# bus_if

bus_if/clock_map.png
Bar = 50 um.
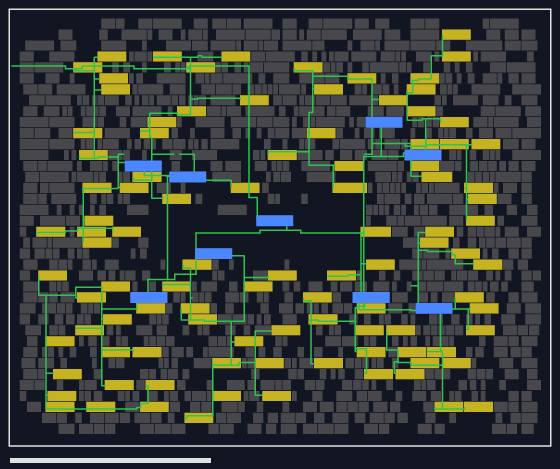

File: src/rtl/bus_if_pkg.sv
// Shared constants and state encoding for the bus_if memory front end.
// Active-low strobe levels and read/write encodings live here too.
package bus_if_pkg;

  localparam int WORD_ADDR_W = 30;
  localparam int WORD_DATA_W = 32;
  localparam int SPM_ADDR_W  = 12;
  localparam int IDX_W       = 3;
  localparam int SPM_IDX     = 1;

  localparam logic ENABLE_  = 1'b0;
  localparam logic DISABLE_ = 1'b1;
  localparam logic READ     = 1'b1;
  localparam logic WRITE    = 1'b0;

  typedef enum logic [1:0] {
    IDLE,
    REQ,
    ACCESS,
    STALL
  } bus_state_t;

endpackage

File: src/rtl/bus_if.sv
// Per-stage memory front end: scratchpad accesses pass straight through,
// everything else runs a req/grant/ready bus transaction while busy stalls.
module bus_if #(
  parameter int WORD_ADDR_W = bus_if_pkg::WORD_ADDR_W,
  parameter int WORD_DATA_W = bus_if_pkg::WORD_DATA_W,
  parameter int SPM_ADDR_W  = bus_if_pkg::SPM_ADDR_W,
  parameter int IDX_W       = bus_if_pkg::IDX_W,
  parameter int SPM_IDX     = bus_if_pkg::SPM_IDX
) (
  input  logic                   clk,
  input  logic                   reset,
  input  logic                   stall,
  input  logic                   flush,
  output logic                   busy,
  input  logic [WORD_ADDR_W-1:0] addr,
  input  logic                   as_,
  input  logic                   rw,
  input  logic [WORD_DATA_W-1:0] wr_data,
  output logic [WORD_DATA_W-1:0] rd_data,
  input  logic [WORD_DATA_W-1:0] spm_rd_data,
  output logic [SPM_ADDR_W-1:0]  spm_addr,
  output logic                   spm_as_,
  output logic                   spm_rw,
  output logic [WORD_DATA_W-1:0] spm_wr_data,
  input  logic [WORD_DATA_W-1:0] bus_rd_data,
  input  logic                   bus_rdy_,
  input  logic                   bus_grnt_,
  output logic                   bus_req_,
  output logic [WORD_ADDR_W-1:0] bus_addr,
  output logic                   bus_as_,
  output logic                   bus_rw,
  output logic [WORD_DATA_W-1:0] bus_wr_data
);
  import bus_if_pkg::*;

  bus_state_t             state, state_n;
  logic                   req_n, as_n, rw_n;
  logic [WORD_ADDR_W-1:0] addr_n;
  logic [WORD_DATA_W-1:0] wd_n;
  logic [WORD_DATA_W-1:0] rd_buf, rd_buf_n;
  logic [IDX_W-1:0]       idx;
  logic                   is_spm;
  logic                   issue;

  assign idx    = addr[WORD_ADDR_W-1 -: IDX_W];
  assign is_spm = (idx == IDX_W'(SPM_IDX));
  assign issue  = !flush && (as_ == ENABLE_) && !is_spm;

  assign spm_addr    = addr[SPM_ADDR_W-1:0];
  assign spm_rw      = rw;
  assign spm_wr_data = wr_data;

  always_ff @(posedge clk) begin
    if (reset) begin
      state       <= IDLE;
      bus_req_    <= DISABLE_;
      bus_as_     <= DISABLE_;
      bus_rw      <= READ;
      bus_addr    <= '0;
      bus_wr_data <= '0;
      rd_buf      <= '0;
    end else begin
      state       <= state_n;
      bus_req_    <= req_n;
      bus_as_     <= as_n;
      bus_rw      <= rw_n;
      bus_addr    <= addr_n;
      bus_wr_data <= wd_n;
      rd_buf      <= rd_buf_n;
    end
  end

  always_comb begin
    state_n  = state;
    req_n    = bus_req_;
    as_n     = bus_as_;
    rw_n     = bus_rw;
    addr_n   = bus_addr;
    wd_n     = bus_wr_data;
    rd_buf_n = rd_buf;
    unique case (state)
      IDLE: begin
        if (issue) begin
          state_n = REQ;
          req_n   = ENABLE_;
          addr_n  = addr;
          rw_n    = rw;
          wd_n    = wr_data;
        end
      end
      REQ: begin
        if (bus_grnt_ == ENABLE_) begin
          state_n = ACCESS;
          as_n    = ENABLE_;
        end
      end
      ACCESS: begin
        as_n = DISABLE_;
        if (bus_rdy_ == ENABLE_) begin
          req_n   = DISABLE_;
          addr_n  = '0;
          wd_n    = '0;
          rw_n    = READ;
          if (bus_rw == READ) rd_buf_n = bus_rd_data;
          state_n = stall ? STALL : IDLE;
        end
      end
      STALL: begin
        if (!stall) state_n = IDLE;
      end
      default: state_n = IDLE;
    endcase
  end

  // Outputs seen by the stage in the current cycle
  always_comb begin
    busy    = 1'b0;
    rd_data = '0;
    spm_as_ = DISABLE_;
    unique case (state)
      IDLE: begin
        if (is_spm) begin
          rd_data = spm_rd_data;
          if (!flush && as_ == ENABLE_) spm_as_ = ENABLE_;
        end
        if (issue) busy = 1'b1;
      end
      REQ: busy = 1'b1;
      ACCESS: begin
        if (bus_rdy_ == ENABLE_) rd_data = bus_rd_data;
        else busy = 1'b1;
      end
      STALL: rd_data = rd_buf;
      default: busy = 1'b0;
    endcase
  end

endmodule

File: config.mk
export PLATFORM = sky130hd
export DESIGN_NAME = bus_if
export DESIGN_NICKNAME = d
export VERILOG_FILES = /design/src/rtl/bus_if_pkg.sv /design/src/rtl/bus_if.sv
export SDC_FILE = /design/constraint.sdc
export NUM_CORES = 1
export LEC_CHECK = 0
export ABC_AREA = 1
export CAP_MARGIN = 0
export CORE_ASPECT_RATIO = 0.8
export CORE_MARGIN = 2
export CORE_UTILIZATION = 35
export CTS_CLUSTER_SIZE = 14
export DETAILED_ROUTE_END_ITERATION = 6
export GPL_TIMING_DRIVEN = 0
export PLACE_DENSITY = 0.78
export SLEW_MARGIN = 20
export SYNTH_ARGS = -nofsm -noshare
export SYNTH_HDL_FRONTEND = slang
export SYNTH_SLANG_ARGS = --single-unit
File: constraint.sdc
create_clock -name clk -period 1.5 [get_ports clk]
set_input_delay 0.3 -clock clk [delete_from_list [all_inputs] [get_ports clk]]
set_output_delay 0.3 -clock clk [all_outputs]
set_load 0.1 [all_outputs]
# forwardprop

**src/rtl/mlp_pkg.sv**
```systemverilog
// Shared definitions for the small 2-8-3 MLP datapath: layer sizes, the pass
// sequencer states and the class-index type used by both forward and backward passes.
package mlp_pkg;

    localparam int NIN  = 2;
    localparam int NHID = 8;
    localparam int NOUT = 3;

    typedef enum logic [2:0] {
        IDLE,
        HID,
        OUT,
        ARG,
        DONE
    } state_t;

    typedef logic [1:0] idx_t;

endpackage

```
**src/rtl/forwardprop_mac_sat.sv**
```systemverilog
// Combinational fixed-point multiply-accumulate step: signed product, FRACBITS
// arithmetic shift, accumulate, plus saturation to the accumulator and data widths.
module mac_sat #(
    parameter int DATAWIDTH = 16,
    parameter int FRACBITS  = 8,
    parameter int ACCW      = DATAWIDTH + 4
) (
    input  logic signed [DATAWIDTH-1:0] i_a,
    input  logic signed [DATAWIDTH-1:0] i_b,
    input  logic signed [ACCW-1:0]      i_accIn,
    output logic signed [ACCW-1:0]      o_accOut,
    output logic signed [DATAWIDTH-1:0] o_sat
);

    localparam int PW = 2 * DATAWIDTH;
    localparam int SW = PW + 2;

    logic signed [PW-1:0]        w_prod;
    logic signed [PW-1:0]        w_shifted;
    logic signed [SW-1:0]        w_sum;
    logic [SW-ACCW:0]            w_sumTop;
    logic [ACCW-DATAWIDTH:0]     w_accTop;

    assign w_prod    = PW'(i_a) * PW'(i_b);
    assign w_shifted = w_prod >>> FRACBITS;
    assign w_sum     = SW'(w_shifted) + SW'(i_accIn);

    // The accumulator clamps at its own width instead of wrapping, so a huge
    // product can never fold back into range and escape write-back saturation.
    assign w_sumTop = w_sum[SW-1:ACCW-1];
    assign o_accOut = ((&w_sumTop) || (~(|w_sumTop))) ? w_sum[ACCW-1:0]
                    : {w_sum[SW-1], {(ACCW-1){~w_sum[SW-1]}}};

    assign w_accTop = o_accOut[ACCW-1:DATAWIDTH-1];
    assign o_sat    = ((&w_accTop) || (~(|w_accTop))) ? o_accOut[DATAWIDTH-1:0]
                    : {o_accOut[ACCW-1], {(DATAWIDTH-1){~o_accOut[ACCW-1]}}};

endmodule

```
**src/rtl/forwardprop.sv**
```systemverilog
// Forward pass of a 2-8-3 MLP using one time-shared MAC: relu hidden layer,
// linear output layer, then argmax; results are published together on DONE.
module forwardprop
    import mlp_pkg::*;
#(
    parameter int DATAWIDTH = 16,
    parameter int FRACBITS  = 8
) (
    input  logic                                     clk,
    input  logic                                     rst,
    input  logic                                     start,
    input  logic [NIN-1:0][DATAWIDTH-1:0]            inputs,
    input  logic [NHID-1:0][NIN-1:0][DATAWIDTH-1:0]  currW0,
    input  logic [NHID-1:0][DATAWIDTH-1:0]           currb0,
    input  logic [NOUT-1:0][NHID-1:0][DATAWIDTH-1:0] currW1,
    input  logic [NOUT-1:0][DATAWIDTH-1:0]           currb1,
    output logic                                     busy,
    output logic                                     done,
    output logic [NHID-1:0][DATAWIDTH-1:0]           reluout,
    output logic [NOUT-1:0][DATAWIDTH-1:0]           logits,
    output idx_t                                     predictedstate
);

    localparam int ACCW    = DATAWIDTH + 4;
    localparam int HIDLAST = NIN * NHID - 1;
    localparam int OUTLAST = NHID * NOUT - 1;

    state_t                         r_state;
    state_t                         w_nextState;
    logic [4:0]                     r_cnt;
    logic [NIN-1:0][DATAWIDTH-1:0]  r_x;
    logic [NHID-1:0][DATAWIDTH-1:0] r_a0;
    logic [NOUT-1:0][DATAWIDTH-1:0] r_z1;
    logic signed [ACCW-1:0]         r_acc;

    logic [2:0]                     w_hid;
    logic                           w_phase;
    logic [1:0]                     w_out;
    logic [2:0]                     w_j;
    logic signed [DATAWIDTH-1:0]    w_a;
    logic signed [DATAWIDTH-1:0]    w_b;
    logic signed [DATAWIDTH-1:0]    w_sat;
    logic signed [ACCW-1:0]         w_accIn;
    logic signed [ACCW-1:0]         w_accOut;
    idx_t                           w_argmax;

    // r_cnt doubles as the neuron/term index inside HID and OUT
    assign w_hid   = r_cnt[3:1];
    assign w_phase = r_cnt[0];
    assign w_out   = r_cnt[4:3];
    assign w_j     = r_cnt[2:0];

    always_ff @(posedge clk) begin
        if (rst) r_state <= IDLE;
        else     r_state <= w_nextState;
    end

    always_comb begin
        w_nextState = r_state;
        case (r_state)
            IDLE:    if (start) w_nextState = HID;
            HID:     if (r_cnt == 5'(HIDLAST)) w_nextState = OUT;
            OUT:     if (r_cnt == 5'(OUTLAST)) w_nextState = ARG;
            ARG:     w_nextState = DONE;
            DONE:    w_nextState = IDLE;
            default: w_nextState = IDLE;
        endcase
    end

    always_comb begin
        busy = (r_state == HID) || (r_state == OUT) || (r_state == ARG);
        done = (r_state == DONE);
    end

    // The first term of every neuron seeds the accumulator with its bias
    always_comb begin
        w_a     = '0;
        w_b     = '0;
        w_accIn = r_acc;
        case (r_state)
            HID: begin
                w_a = currW0[w_hid][w_phase];
                w_b = r_x[w_phase];
                if (!w_phase) w_accIn = ACCW'($signed(currb0[w_hid]));
            end
            OUT: begin
                w_a = currW1[w_out][w_j];
                w_b = r_a0[w_j];
                if (w_j == 3'd0) w_accIn = ACCW'($signed(currb1[w_out]));
            end
            default: ;
        endcase
    end

    mac_sat #(
        .DATAWIDTH (DATAWIDTH),
        .FRACBITS  (FRACBITS),
        .ACCW      (ACCW)
    ) u_mac (
        .i_a      (w_a),
        .i_b      (w_b),
        .i_accIn  (w_accIn),
        .o_accOut (w_accOut),
        .o_sat    (w_sat)
    );

    // Strict greater-than keeps ties on the lowest index
    always_comb begin
        w_argmax = '0;
        for (int i = 1; i < NOUT; i++) begin
            if ($signed(r_z1[i]) > $signed(r_z1[w_argmax])) w_argmax = idx_t'(i);
        end
    end

    always_ff @(posedge clk) begin
        if (rst) begin
            r_cnt          <= '0;
            r_x            <= '0;
            r_a0           <= '0;
            r_z1           <= '0;
            r_acc          <= '0;
            reluout        <= '0;
            logits         <= '0;
            predictedstate <= '0;
        end else begin
            r_cnt <= (w_nextState != r_state) ? 5'd0 : r_cnt + 5'd1;
            case (r_state)
                IDLE: if (start) r_x <= inputs;
                HID: begin
                    r_acc <= w_accOut;
                    if (w_phase) r_a0[w_hid] <= w_sat[DATAWIDTH-1] ? '0 : w_sat;
                end
                OUT: begin
                    r_acc <= w_accOut;
                    if (w_j == 3'(NHID - 1)) r_z1[w_out] <= w_sat;
                end
                // Publish everything at once so observers never see a half-done pass
                ARG: begin
                    reluout        <= r_a0;
                    logits         <= r_z1;
                    predictedstate <= w_argmax;
                end
                default: ;
            endcase
        end
    end

endmodule

```
**config.mk**
```make
export PLATFORM = sky130hd
export DESIGN_NAME = forwardprop
export DESIGN_NICKNAME = d
export VERILOG_FILES = /design/src/rtl/mlp_pkg.sv /design/src/rtl/forwardprop_mac_sat.sv /design/src/rtl/forwardprop.sv
export SDC_FILE = /design/constraint.sdc
export NUM_CORES = 2
export LEC_CHECK = 0
export CAP_MARGIN = 20
export CORE_AREA = 2 2 399 401
export CTS_CLUSTER_DIAMETER = 80
export DETAILED_ROUTE_END_ITERATION = 16
export DIE_AREA = 0 0 401 403
export PLACE_DENSITY_LB_ADDON = 0.05
export REMOVE_ABC_BUFFERS = 1
export SLEW_MARGIN = 20
export SYNTH_ARGS = -nofsm -noshare
export SYNTH_HDL_FRONTEND = slang
export SYNTH_SLANG_ARGS = --single-unit
```
**constraint.sdc**
```tcl
create_clock -name clk -period 17.1 [get_ports clk]
set_input_delay 3.42 -clock clk [delete_from_list [all_inputs] [get_ports clk]]
set_output_delay 3.42 -clock clk [all_outputs]
set_load 0.02 [all_outputs]
```
# vga_shape_bouncer

==> src/rtl/vga_shapes_pkg.sv <==
// Shared types and constants for the multi-sprite VGA shape bouncer: colour
// type, sprite palette, default sprite size and the load-time position clamp.
package vga_shapes_pkg;

    localparam int COLOR_W = 4;

    typedef logic [3*COLOR_W-1:0] rgb_t;

    localparam rgb_t PALETTE [8] = '{
        12'hF00, 12'h0F0, 12'h00F, 12'hFF0,
        12'h0FF, 12'hF0F, 12'hFFF, 12'hF80
    };

    localparam logic [9:0] SIZE_RST = 10'd60;

    // Keep a sprite fully inside [0, limit): top-left may not exceed limit-size.
    function automatic logic [9:0] clamp_pos(input logic [9:0]  pos,
                                             input logic [10:0] limit,
                                             input logic [9:0]  sz);
        logic [10:0] top;
        top = ({1'b0, sz} > limit) ? 11'd0 : limit - {1'b0, sz};
        return ({1'b0, pos} > top) ? top[9:0] : pos;
    endfunction

endpackage

==> src/rtl/vga_shape_mover.sv <==
// Position state for one sprite: reset placement, clamped load and, when
// VGA_SHAPES_MOTION_EN is defined, the per-frame bounce movement.
module vga_shape_mover
    import vga_shapes_pkg::*;
#(
    parameter int         WIDTH  = 640,
    parameter int         HEIGHT = 480,
    parameter int         STEP   = 2,
    parameter logic [9:0] X_RST  = 10'd0,
    parameter logic [9:0] Y_RST  = 10'd0,
    parameter logic       DY_RST = 1'b1
) (
    input  logic       clk,
    input  logic       rst,
    input  logic       load,
`ifdef VGA_SHAPES_MOTION_EN
    input  logic       tick,
    input  logic [9:0] size,
`endif
    input  logic [9:0] x_load,
    input  logic [9:0] y_load,
    input  logic [9:0] size_load,
    output logic [9:0] x,
    output logic [9:0] y
);

    logic [9:0] x_load_clamped;
    logic [9:0] y_load_clamped;

    assign x_load_clamped = clamp_pos(x_load, 11'(WIDTH), size_load);
    assign y_load_clamped = clamp_pos(y_load, 11'(HEIGHT), size_load);

`ifdef VGA_SHAPES_MOTION_EN
    logic        dx;
    logic        dy;
    logic [10:0] x_step;
    logic [10:0] y_step;

    // Returns {dir, pos}; all arithmetic at 11 bits so edge tests never wrap.
    function automatic logic [10:0] bounce(input logic [9:0]  pos,
                                           input logic        dir,
                                           input logic [9:0]  sz,
                                           input logic [10:0] limit);
        logic [10:0] p;
        logic [10:0] s;
        logic [10:0] st;
        logic [10:0] edge_pos;
        p        = {1'b0, pos};
        s        = {1'b0, sz};
        st       = 11'(STEP);
        edge_pos = limit - s;
        if (dir && (p + s + st > limit))
            return {1'b0, edge_pos[9:0]};
        else if (!dir && (p < st))
            return {1'b1, 10'd0};
        else if (dir)
            return {1'b1, 10'(p + st)};
        else
            return {1'b0, 10'(p - st)};
    endfunction

    assign x_step = bounce(x, dx, size, 11'(WIDTH));
    assign y_step = bounce(y, dy, size, 11'(HEIGHT));

    // A load in the tick cycle takes priority, so that frame does not move.
    always_ff @(posedge clk or posedge rst) begin
        if (rst) begin
            x  <= X_RST;
            y  <= Y_RST;
            dx <= 1'b1;
            dy <= DY_RST;
        end else if (load) begin
            x  <= x_load_clamped;
            y  <= y_load_clamped;
            dx <= 1'b1;
            dy <= 1'b1;
        end else if (tick) begin
            {dx, x} <= x_step;
            {dy, y} <= y_step;
        end
    end
`else
    always_ff @(posedge clk or posedge rst) begin
        if (rst) begin
            x <= X_RST;
            y <= Y_RST;
        end else if (load) begin
            x <= x_load_clamped;
            y <= y_load_clamped;
        end
    end
`endif

endmodule

==> src/rtl/vga_shape_bouncer.sv <==
// Renders N_SHAPES filled squares over a background with fixed priority and
// re-times sync by one cycle. Motion is enabled by VGA_SHAPES_MOTION_EN.
module vga_shape_bouncer
    import vga_shapes_pkg::*;
#(
    parameter int   WIDTH    = 640,
    parameter int   H_FP     = 16,
    parameter int   H_PW     = 96,
    parameter int   H_BP     = 48,
    parameter int   HEIGHT   = 480,
    parameter int   V_FP     = 10,
    parameter int   V_PW     = 2,
    parameter int   V_BP     = 33,
    parameter int   N_SHAPES = 4,
    parameter int   STEP     = 2,
    parameter rgb_t BG_RGB   = 12'h000
) (
    input  logic                    iClk,
    input  logic                    iRst,
    input  logic [9:0]              iCountH,
    input  logic [9:0]              iCountV,
    input  logic                    iHS,
    input  logic                    iVS,
    input  logic                    iLoad,
    input  logic [10*N_SHAPES-1:0]  iShapeX,
    input  logic [10*N_SHAPES-1:0]  iShapeY,
    input  logic [9:0]              iShapeSize,
    output logic [COLOR_W-1:0]      oRed,
    output logic [COLOR_W-1:0]      oGreen,
    output logic [COLOR_W-1:0]      oBlue,
    output logic                    oHS,
    output logic                    oVS
);

    // The 10-bit counters from the timing generator must cover a whole line/frame.
    if ((WIDTH + H_FP + H_PW + H_BP > 1024) || (HEIGHT + V_FP + V_PW + V_BP > 1024) ||
        (N_SHAPES < 1) || (N_SHAPES > 8) || (STEP < 1) || (STEP > 15)) begin : gen_bad_cfg
        $error("vga_shape_bouncer: unsupported parameter set");
    end

    logic [10:0] h11;
    logic [10:0] v11;
    logic [9:0]  size;
    logic [9:0]  size_load;
    logic [9:0]  pos_x [N_SHAPES];
    logic [9:0]  pos_y [N_SHAPES];
    logic [N_SHAPES-1:0] hit;
    rgb_t        chain [N_SHAPES+1];
    rgb_t        rgb_next;
    logic        active;

    assign h11       = {1'b0, iCountH};
    assign v11       = {1'b0, iCountV};
    assign size_load = ({1'b0, iShapeSize} > 11'(HEIGHT)) ? 10'(HEIGHT) : iShapeSize;

    always_ff @(posedge iClk or posedge iRst) begin
        if (iRst)
            size <= SIZE_RST;
        else if (iLoad)
            size <= size_load;
    end

`ifdef VGA_SHAPES_MOTION_EN
    logic tick;
    // First blanking line, column 0: outside the active area, so moves never tear.
    assign tick = (iCountH == 10'd0) && (v11 == 11'(HEIGHT));
`endif

    assign chain[N_SHAPES] = BG_RGB;

    for (genvar g = 0; g < N_SHAPES; g++) begin : gen_shape
        vga_shape_mover #(
            .WIDTH  (WIDTH),
            .HEIGHT (HEIGHT),
            .STEP   (STEP),
            .X_RST  (10'((g * WIDTH) / N_SHAPES)),
            .Y_RST  (10'((g * HEIGHT) / N_SHAPES)),
            .DY_RST ((g % 2) == 0)
        ) u_mover (
            .clk       (iClk),
            .rst       (iRst),
            .load      (iLoad),
`ifdef VGA_SHAPES_MOTION_EN
            .tick      (tick),
            .size      (size),
`endif
            .x_load    (iShapeX[10*g +: 10]),
            .y_load    (iShapeY[10*g +: 10]),
            .size_load (size_load),
            .x         (pos_x[g]),
            .y         (pos_y[g])
        );

        assign hit[g] = ({1'b0, pos_x[g]} <= h11) && (h11 < {1'b0, pos_x[g]} + {1'b0, size}) &&
                        ({1'b0, pos_y[g]} <= v11) && (v11 < {1'b0, pos_y[g]} + {1'b0, size});

        // Lower index wins: each stage overrides everything behind it.
        assign chain[g] = hit[g] ? PALETTE[g] : chain[g+1];
    end

    assign active = (h11 < 11'(WIDTH)) && (v11 < 11'(HEIGHT));

    always_comb begin
        rgb_next = '0;
        if (active)
            rgb_next = chain[0];
    end

    // Output stage: colour and sync share the same single register delay.
    always_ff @(posedge iClk or posedge iRst) begin
        if (iRst) begin
            oRed   <= '0;
            oGreen <= '0;
            oBlue  <= '0;
            oHS    <= 1'b1;
            oVS    <= 1'b1;
        end else begin
            oRed   <= rgb_next[3*COLOR_W-1 -: COLOR_W];
            oGreen <= rgb_next[2*COLOR_W-1 -: COLOR_W];
            oBlue  <= rgb_next[COLOR_W-1:0];
            oHS    <= iHS;
            oVS    <= iVS;
        end
    end

endmodule

==> config.mk <==
export PLATFORM = sky130hd
export DESIGN_NAME = vga_shape_bouncer
export DESIGN_NICKNAME = d
export VERILOG_FILES = /design/src/rtl/vga_shapes_pkg.sv /design/src/rtl/vga_shape_mover.sv /design/src/rtl/vga_shape_bouncer.sv
export SDC_FILE = /design/constraint.sdc
export NUM_CORES = 1
export LEC_CHECK = 0
export ABC_AREA = 1
export CAP_MARGIN = 20
export CORE_AREA = 2 2 145 182
export CTS_BUF_LIST = sky130_fd_sc_hd__clkbuf_4 sky130_fd_sc_hd__clkbuf_8
export DETAILED_ROUTE_END_ITERATION = 8
export DIE_AREA = 0 0 147 184
export HOLD_SLACK_MARGIN = 0.06
export PLACE_DENSITY = 0.86
export SLEW_MARGIN = 30
export SYNTH_ARGS = -nofsm -noshare
export SYNTH_HDL_FRONTEND = slang
export SYNTH_HIERARCHICAL = 1
export SYNTH_SLANG_ARGS = --single-unit
export TNS_END_PERCENT = 50
==> constraint.sdc <==
create_clock -name iClk -period 9.2 [get_ports iClk]
set_clock_uncertainty 0.05 [all_clocks]
set_input_delay 1.38 -clock iClk [delete_from_list [all_inputs] [get_ports iClk]]
set_output_delay 1.38 -clock iClk [all_outputs]
set_load 0.005 [all_outputs]
# shift_add_mult_flat

===== config.mk =====
export PLATFORM = sky130hd
export DESIGN_NAME = shift_add_mult_flat
export DESIGN_NICKNAME = d
export VERILOG_FILES = /design/src/rtl/fpmul_pkg.sv /design/src/rtl/shift_add_mult_if.sv /design/src/rtl/shift_add_mult_adder_w.sv /design/src/rtl/shift_add_mult.sv /design/src/flat_wrapper.sv
export SDC_FILE = /design/constraint.sdc
export NUM_CORES = 1
export LEC_CHECK = 0
export ABC_AREA = 0
export CELL_PAD_IN_SITES_DETAIL_PLACEMENT = 1
export CELL_PAD_IN_SITES_GLOBAL_PLACEMENT = 2
export CORE_MARGIN = 2
export CORE_UTILIZATION = 33
export CTS_BUF_LIST = sky130_fd_sc_hd__clkbuf_4
export CTS_CLUSTER_SIZE = 12
export DETAILED_ROUTE_END_ITERATION = 16
export GPL_TIMING_DRIVEN = 0
export MAX_ROUTING_LAYER = met4
export PLACE_DENSITY_LB_ADDON = 0.1
export SLEW_MARGIN = 30
export SYNTH_ARGS = -nofsm -noshare
export SYNTH_HDL_FRONTEND = slang
export SYNTH_HIERARCHICAL = 1
export SYNTH_SLANG_ARGS = --single-unit

===== constraint.sdc =====
create_clock -name clk -period 3.76 [get_ports clk]
set_clock_uncertainty 0.15 [all_clocks]
set_input_delay 0.752 -clock clk [delete_from_list [all_inputs] [get_ports clk]]
set_output_delay 0.752 -clock clk [all_outputs]
set_load 0.01 [all_outputs]

===== src/rtl/fpmul_pkg.sv =====
// fpmul_pkg: shared types and sizing helpers for the floating-point multiply path
package fpmul_pkg;
   typedef enum logic [1:0] {IDLE, RUN, DONE} state_t;
   function automatic int cnt_w(input int w);
      return $clog2(w + 1);
   endfunction
endpackage


===== src/rtl/shift_add_mult_if.sv =====
// shift_add_mult_if: operand and product valid/ready handshakes of the multiplier
interface shift_add_mult_if #(parameter int WIDTH = 24);
   logic             in_valid;
   logic             in_ready;
   logic [WIDTH-1:0] x;
   logic [WIDTH-1:0] y;
   logic             out_valid;
   logic             out_ready;
   logic [2*WIDTH-1:0] p;
   modport master (output in_valid, x, y, out_ready, input in_ready, out_valid, p);
   modport slave (input in_valid, x, y, out_ready, output in_ready, out_valid, p);
endinterface


===== src/rtl/shift_add_mult_adder_w.sv =====
// adder_w: parametrised WIDTH-bit adder with carry-in and carry-out
module adder_w #(parameter int WIDTH = 24) (
   input  logic [WIDTH-1:0] a,
   input  logic [WIDTH-1:0] b,
   input  logic             ci,
   output logic [WIDTH-1:0] s,
   output logic             co
);
   assign {co, s} = {1'b0, a} + {1'b0, b} + {{WIDTH{1'b0}}, ci};
endmodule


===== src/rtl/shift_add_mult.sv =====
// shift_add_mult: sequential shift-and-add unsigned multiplier, one multiplier bit retired per cycle
module shift_add_mult
   import fpmul_pkg::*;
#(parameter int WIDTH = 24) (
   input logic             clk,
   input logic             rst,
   shift_add_mult_if.slave bus
);
   localparam int CW = cnt_w(WIDTH);
   state_t state, state_n;
   logic [WIDTH-1:0] a, lo, s;
   logic [WIDTH-2:0] hr;
   logic [CW-1:0] count;
   logic carry, c, accept;
   // Hi is held as {carry, hr}: the adder carry-out lands in Hi's top bit on every shift
   adder_w #(.WIDTH(WIDTH)) u_add (
      .a  ({carry, hr}),
      .b  (lo[0] ? a : '0),
      .ci (1'b0),
      .s  (s),
      .co (c)
   );
   always_comb begin
      bus.in_ready = 1'b0;
      bus.out_valid = 1'b0;
      state_n = state;
      bus.in_ready = !rst && (state == IDLE || (state == DONE && bus.out_ready));
      bus.out_valid = state == DONE;
      accept = bus.in_valid && bus.in_ready;
      state_n = state == IDLE ? (accept ? RUN : IDLE) :
                state == RUN  ? (count == CW'(1) ? DONE : RUN) :
                !bus.out_ready ? DONE : accept ? RUN : IDLE;
   end
   always_ff @(posedge clk) begin
      if (rst) begin
         state <= IDLE;
         a <= '0;
         lo <= '0;
         hr <= '0;
         carry <= 1'b0;
         count <= '0;
         bus.p <= '0;
      end else begin
         state <= state_n;
         if (accept) begin
            a <= bus.x;
            lo <= bus.y;
            {carry, hr} <= '0;
            count <= CW'(WIDTH);
         end else if (state == RUN) begin
            {carry, hr} <= {c, s[WIDTH-1:1]};
            lo <= {s[0], lo[WIDTH-1:1]};
            count <= count - CW'(1);
            if (count == CW'(1)) bus.p <= {c, s, lo[WIDTH-1:1]};
         end
      end
   end
endmodule


===== src/flat_wrapper.sv =====
// flat-port wrapper written by rule: the top's interface ports become plain ports
module shift_add_mult_flat import fpmul_pkg::*;
#(parameter int WIDTH = 24)
  (clk, rst, bus_in_valid, bus_x, bus_y, bus_out_ready, bus_in_ready, bus_out_valid, bus_p);
  shift_add_mult_if #(.WIDTH(WIDTH)) bus_i ();
  input logic clk;
  input logic rst;
  input wire logic [$bits(bus_i.in_valid)-1:0] bus_in_valid;
  input wire logic [$bits(bus_i.x)-1:0] bus_x;
  input wire logic [$bits(bus_i.y)-1:0] bus_y;
  input wire logic [$bits(bus_i.out_ready)-1:0] bus_out_ready;
  output wire logic [$bits(bus_i.in_ready)-1:0] bus_in_ready;
  output wire logic [$bits(bus_i.out_valid)-1:0] bus_out_valid;
  output wire logic [$bits(bus_i.p)-1:0] bus_p;
  assign bus_i.in_valid = bus_in_valid;
  assign bus_i.x = bus_x;
  assign bus_i.y = bus_y;
  assign bus_i.out_ready = bus_out_ready;
  assign bus_in_ready = bus_i.in_ready;
  assign bus_out_valid = bus_i.out_valid;
  assign bus_p = bus_i.p;
  shift_add_mult #(.WIDTH(WIDTH)) u_core (.clk(clk), .rst(rst), .bus(bus_i));
endmodule


==> screenshots <==
Gate-type map.
Plate I
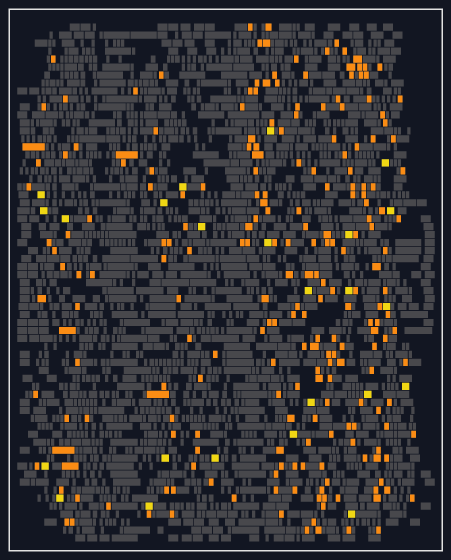
Plate II
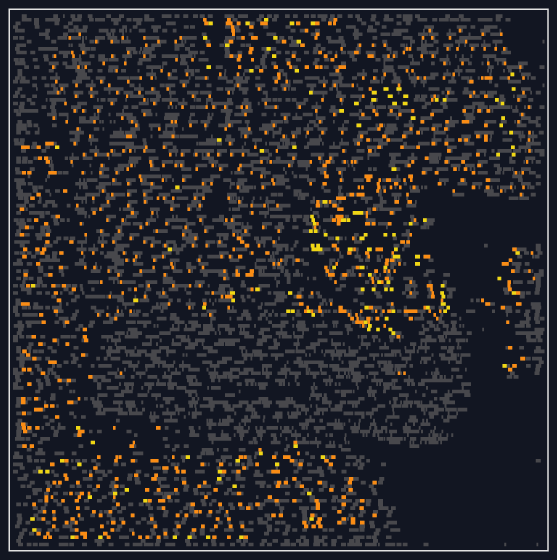
Plate III
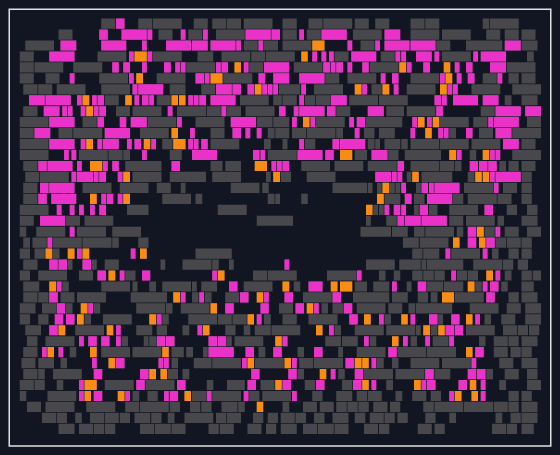
Plate IV
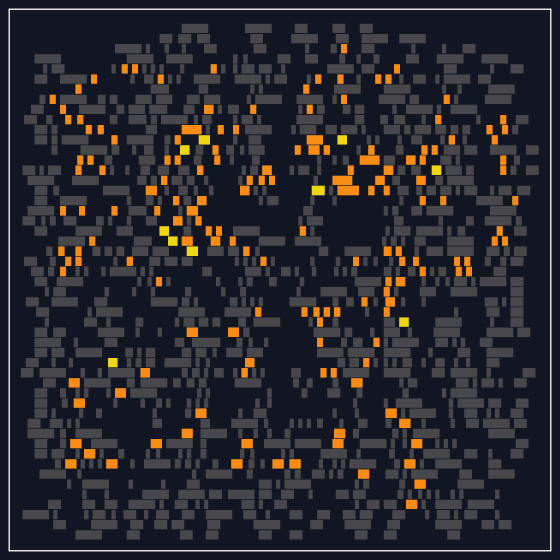
bus_if is Plate III.
shift_add_mult_flat is Plate IV.
forwardprop is Plate II.
vga_shape_bouncer is Plate I.
The one with the most cells is Plate II.

shift_add_mult_flat/metal_stack.png
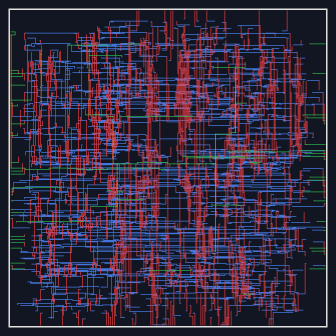
red -> met2  # wire length 9,680 um
blue -> met1  # wire length 10,300 um
green -> met3  # wire length 693 um
orange -> met4  # wire length 238 um
Post-Route WL: 20,920 um
Vias: 6,122
WL/cell: 17.21 um
gr usage total: 0.2087

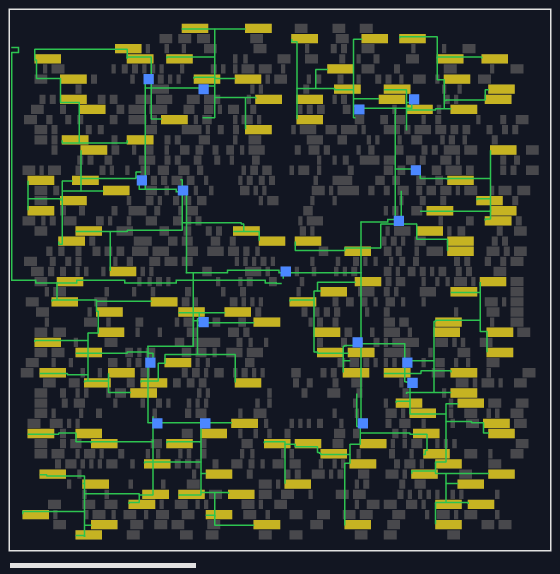
shift_add_mult_flat/clock_map.png
Bar = 50 um.
yellow -> flip-flops  # count 127
blue -> cells driving clock nets  # count 17
green -> clock wires  # length 1,950 um
routed clock nets = 18

==> impl_metrics.env, shift_add_mult_flat <==
# implementation run metrics
export IMPL_use_met2=0.3293
export IMPL_status="completed"
export IMPL_io_pins=102
export IMPL_antenna_found_initial=1
export IMPL_numSynthFlops=127
export IMPL_cp_slowest_cell="clkdlybuf4s50_1"
export IMPL_clockRootBuffer="clkbuf_4"
export IMPL_period_used=0.9537
export IMPL_intPower_w=0.001805
export IMPL_grt_busiest_layer="met2"
export IMPL_dp_slack_ns=-0.05405
export IMPL_netlist_top_cells_count="208 x nand2_1, 127 x dfxtp_1, 70 x a21oi_1, 48 x mux2i_1, 40 x clkbuf_1"
export IMPL_r2r_cells=12
export IMPL_rsz0062_at_grt="false"
export IMPL_routed_via_density=5.035
export IMPL_final_layout_size_suffix_gt1_frac=0.07158
export IMPL_top_area_cell="dfxtp_1"
export IMPL_met3_usage=0.03491
export IMPL_synth_cell_type_count=54
export IMPL_hpwlAfterDp_um=15320
export IMPL_p_seq_frac=0.547
export IMPL_p_clk_w=0.000832
export IMPL_largest_reg_flops=48
export IMPL_p_seq_w=0.00144
export IMPL_met3WireLength_um=693
export IMPL_grt_pass1_wl_um=34130
export IMPL_max_slew_margin=0.5235
export IMPL_postLayoutCellArea_um2=8139
[shift_add_mult_flat: cell type report]
| type | instances | area, um^2 | share of cell area |
|---|---|---|---|
| diodes | 1 | 2.502 | 0.0003075 |
| well taps | 265 | 331.6 | 0.04074 |
| clock inverters | 14 | 93.84 | 0.01153 |
| plain buffers | 66 | 355.3 | 0.04366 |
| flip-flops and latches | 127 | 2542 | 0.3124 |
| clock buffers | 18 | 135.1 | 0.01660 |
| repair buffers | 101 | 1011 | 0.1242 |
| inverters | 12 | 45.04 | 0.005534 |
| multi-input cells | 612 | 3622 | 0.4450 |
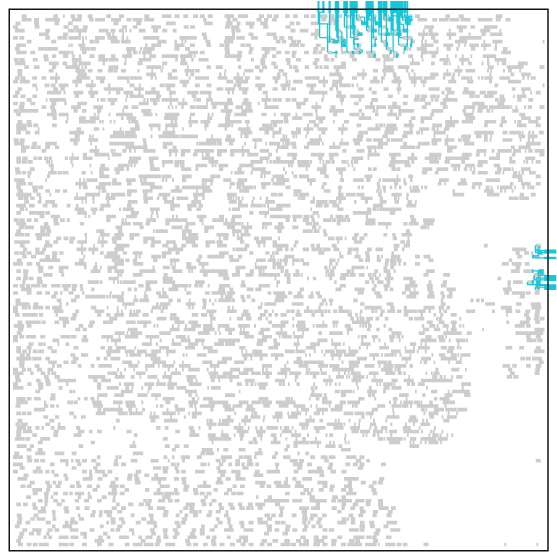
forwardprop/port_nets.png
cyan -> currb1  # direction input, edge 39 top, 9 right, end cells 32, buffers 48, wire 991 um
IO Pins: 1,031
I/O Buffers: 1,022

==> impl_metrics.env, forwardprop <==
# implementation run metrics
export IMPL_status="completed"
export IMPL_worstSkewPairLatency_ns=0.63
export IMPL_power_leader="the clock network"
export IMPL_ff_type="dfxtp_1"
export IMPL_tightest_slew_ns=1.127
export IMPL_p_per_area_nw_per_um2=60.91
export IMPL_drv_cap=0
export IMPL_rsz0062_at_grt="false"
export IMPL_setup_slack_ns=2.466
export IMPL_critPathLaunchType="input pin"
export IMPL_warnings=30
export IMPL_crit_reg2reg_launch="r_cnt[3]"
export IMPL_synth_cell_type_count=92
export IMPL_grt_total_usage=0.2645
export IMPL_ys_cells=3999
export IMPL_critPathTopFamily="AND-OR/OR-AND gates"
export IMPL_hold_start="logits[3]"
export IMPL_hpwlAfterDp_um=180100
export IMPL_comb_cell_share=0.4865
export IMPL_p_clk_frac=0.335
export IMPL_irDropWorstVdd_mv=0.07299
export IMPL_post_cts_resized=0
export IMPL_met3WireLength_um=15710
export IMPL_cp_depth=40
export IMPL_p_clk_w=0.000972
export IMPL_dp_cells=6901
export IMPL_max_slew_margin=0.2488
export IMPL_top_cell_area_share=0.2375
export IMPL_nClkBuffers=68
export IMPL_endpoint="r_z1[0]"
export IMPL_fill_cells=16890
export IMPL_postLayoutCellArea_um2=47600
export IMPL_synthToLayoutAreaGrowth_pct=41.92
export IMPL_p_seq_frac=0.333
export IMPL_logic_area_um2=23160
==> forwardprop: cells by family after synthesis <==
| family | synth area share |
|---|---|
| buffers and inverters | 0.07737 |
| muxes | 0.08669 |
| DFF | 0.2375 |
| and+or+nand+nor | 0.1632 |
| AOI/OAI and AO/OA | 0.2135 |
| adders and majority gates | 0.2085 |
| other | 0.0001118 |
| xor gates and xnor gates | 0.01306 |
==> forwardprop: flip-flops by register name (all words and copies together), names as in the netlist <==
name / cells
r_acc: 20
predictedstate: 2
logits: 48
r_a0: 120
r_cnt: 5
r_x: 32
r_z1: 48
reluout: 120
r_state: 3
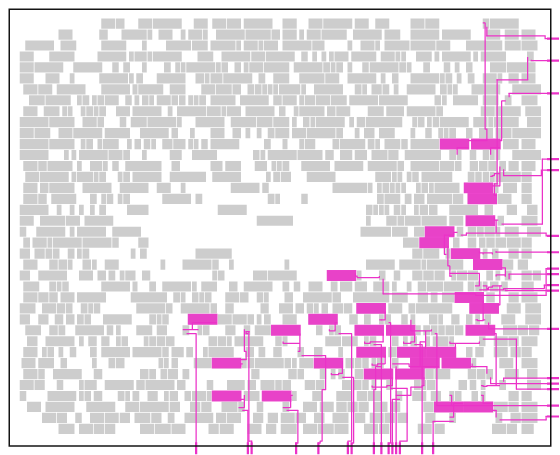
bus_if/port_nets.png
magenta -> bus_wr_data  # direction output, edge 17 right, 15 bottom, end cells 32, buffers 32, wire 1,020 um
I/O Buffers: 276
IO Pins: 278

Notes on bus_if/clock_map.png above:
yellow -> flip-flops  # count 99
blue -> cells driving clock nets  # count 9
green -> clock wires  # length 1,220 um
routed clock nets = 10

==> impl_metrics.env, bus_if <==
# implementation run metrics
export IMPL_status="finished, violations left"
export IMPL_violations="negative setup slack"
export IMPL_swShare=0.5014
export IMPL_p_clk_w=0.00215
export IMPL_die_y_um=108.1
export IMPL_comb_power_w=0.00815
export IMPL_grt_remaining_overflow=0
export IMPL_finalPower_w=0.01343
export IMPL_power_leader="combinational logic"
export IMPL_setup_slack_ns=-0.6516
export IMPL_tightest_slew_ns=0.7038
export IMPL_drv_cap=0
export IMPL_nClkBuffers=10
export IMPL_drc=0
export IMPL_post_cts_resized=954
export IMPL_hold_end="bus_addr[28]"
export IMPL_lay_top_count="nand2_1"
export IMPL_dp_slack_ns=-1.664
export IMPL_r2r_cells=10
export IMPL_finalSetupViolCount=64
export IMPL_routabilityCongestion=0.7756
export IMPL_crit_path_start="state[1]"
export IMPL_htree_levels=3
export IMPL_ys_sh_aoi=0.1045
export IMPL_ys_chip_area_um2=4742
export IMPL_postLayoutCellArea_um2=9106
export IMPL_path_class="flop to output port"
export IMPL_vias=5831
==> bus_if: critical path, stage by stage, from the launching register on <==
cell and delay [ns]:
dfxtp_4 0.39, nor2_4 0.12, buf_6 0.11, nand4_1 0.17, clkinv_4 0.21, buf_6 0.16
nand2_2 0.08, nand3_4 0.09, buf_12 0.17
==> bus_if: metal layers <==
layer	GRT usage	routed length [um]
met1	0.3083	7951
met4	0.05940	321
met3	0.06985	1443
met2	0.4172	8987
met5	0	0
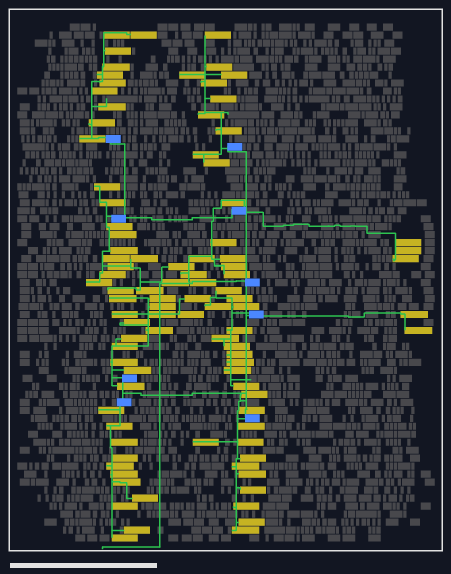
vga_shape_bouncer/clock_map.png
Bar = 50 um.
green -> clock wires  # length 1,200 um
yellow -> flip-flops  # count 95
blue -> cells driving clock nets  # count 9
routed clock nets = 10

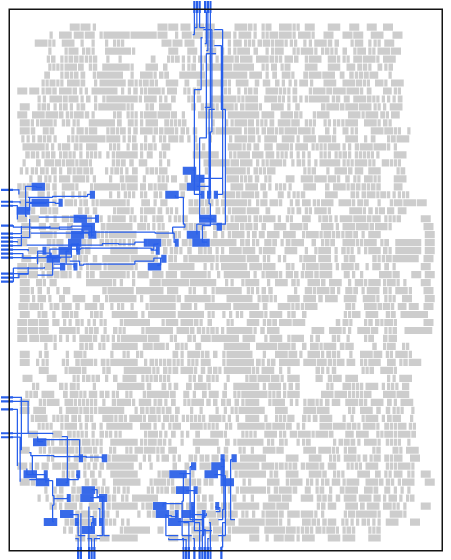
vga_shape_bouncer/port_nets.png
blue -> iShapeY  # direction input, edge 19 left, 15 bottom, 6 top, end cells 76, buffers 40, wire 1,570 um
IO Pins: 129
I/O Buffers: 128

==> impl_metrics.env, vga_shape_bouncer <==
# implementation run metrics
export IMPL_status="completed"
export IMPL_syn_area_per_cell_um2=6.698
export IMPL_n_tap_cell=335
export IMPL_hold_buffers=0
export IMPL_grt_pass1_wl_um=73390
export IMPL_cts_buffer_depth=2
export IMPL_yosysMostFrequentCell="nand2_1"
export IMPL_nets=2875
export IMPL_ys_seq_frac=0.1551
export IMPL_met2_length_um=20810
export IMPL_mux_area_frac=0.005800
export IMPL_netlist_top_cells_count="702 x nand2_1, 316 x ha_1, 307 x inv_1, 237 x nand3_1, 147 x a21oi_1"
export IMPL_slowest_delay_ns=0.51
export IMPL_fp_dieW_um=147
export IMPL_async_reset_ff_frac=1.000
export IMPL_comb_cell_share=0.6759
export IMPL_drtPass1Iterations=5
export IMPL_ys_cells=2319
export IMPL_postRouteAntennaNets=0
export IMPL_hpwlAfterDp_um=37210
export IMPL_adder_share=0.2649
export IMPL_cp_arrival_ns=5.57
export IMPL_grt_busiest_layer="met2"
export IMPL_p_per_area_nw_per_um2=141.9
export IMPL_end_kind="flop"
export IMPL_syn_inst=2319
export IMPL_ys_sh_xor=0.04849
export IMPL_final_util=0.6846
export IMPL_flops=95
export IMPL_vias=15730
export IMPL_fill_cells=2250
export IMPL_final_cell_mix="702 x nand2_1, 316 x ha_1, 307 x inv_1"
export IMPL_ff2ff_setup_slack_ns=5.63
export IMPL_clk_pin_slew_ns=0.09
export IMPL_met1Wirelength_um=18640
export IMPL_r2r_cells=19
export IMPL_critPathLaunchType="input pin"
export IMPL_tightest_slew_ns=0.8799
-- vga_shape_bouncer: per-stage QoR --
| step | hold WS, ns | setup slack [ns] |
|---|---|---|
| 2_1_floorplan | 0.4095 | 4.457 |
| 3_3_place_gp | 0.4401 | 3.524 |
| 3_5_place_dp | 0.4382 | 3.549 |
| 4_1_cts | 0.4521 | 3.945 |
| 5_1_grt | 0.4608 | 3.581 |
| 6_report | 0.4491 | 3.895 |
-- vga_shape_bouncer: where the power goes --
group          leakage [nW]  switching, W  internal [W]
Clock                 0.113      0.000144      0.000161
Sequential             1.13      0.000134      0.000497
Combinational          8.33      0.000885      0.000628


==> screenshots <==
Metal layers overlaid.
panel A
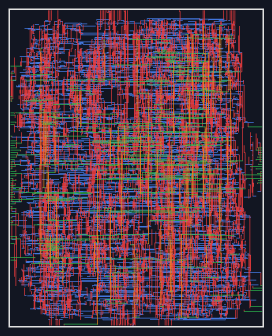
panel B
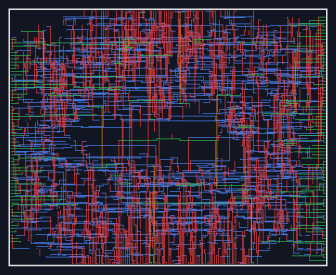
panel C
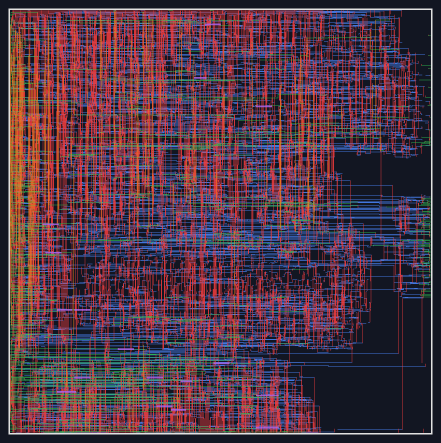
For bus_if, see panel B.
For vga_shape_bouncer, see panel A.
For forwardprop, see panel C.


==> screenshots <==
Clock wiring as the flow saved it.
image #1
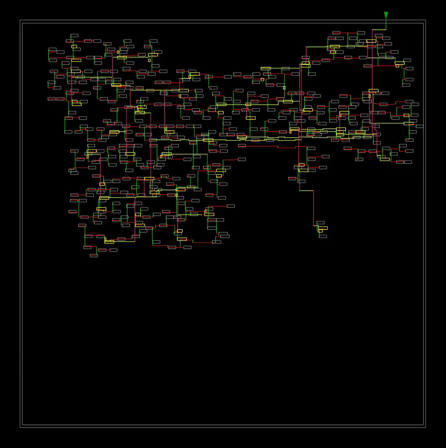
image #2
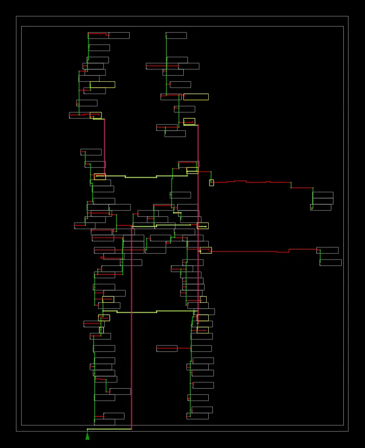
image #3
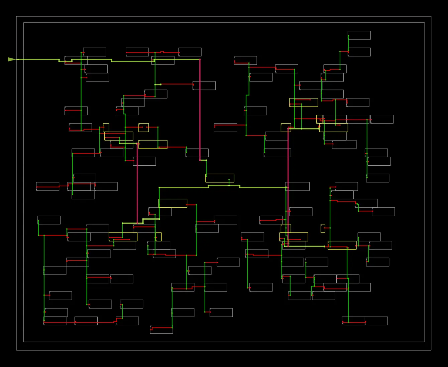
image #4
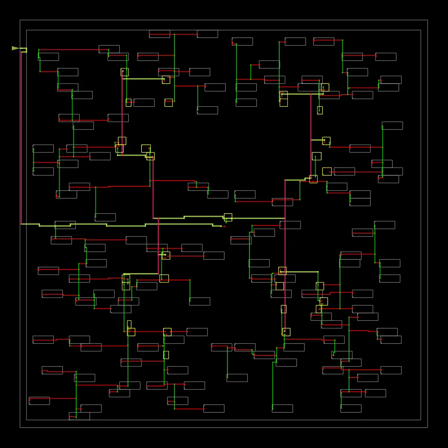
| from | picture |
|---|---|
| forwardprop | image #1 |
| vga_shape_bouncer | image #2 |
| shift_add_mult_flat | image #4 |
| bus_if | image #3 |

No activity file was given, so power comes from the tool's default toggle rates.
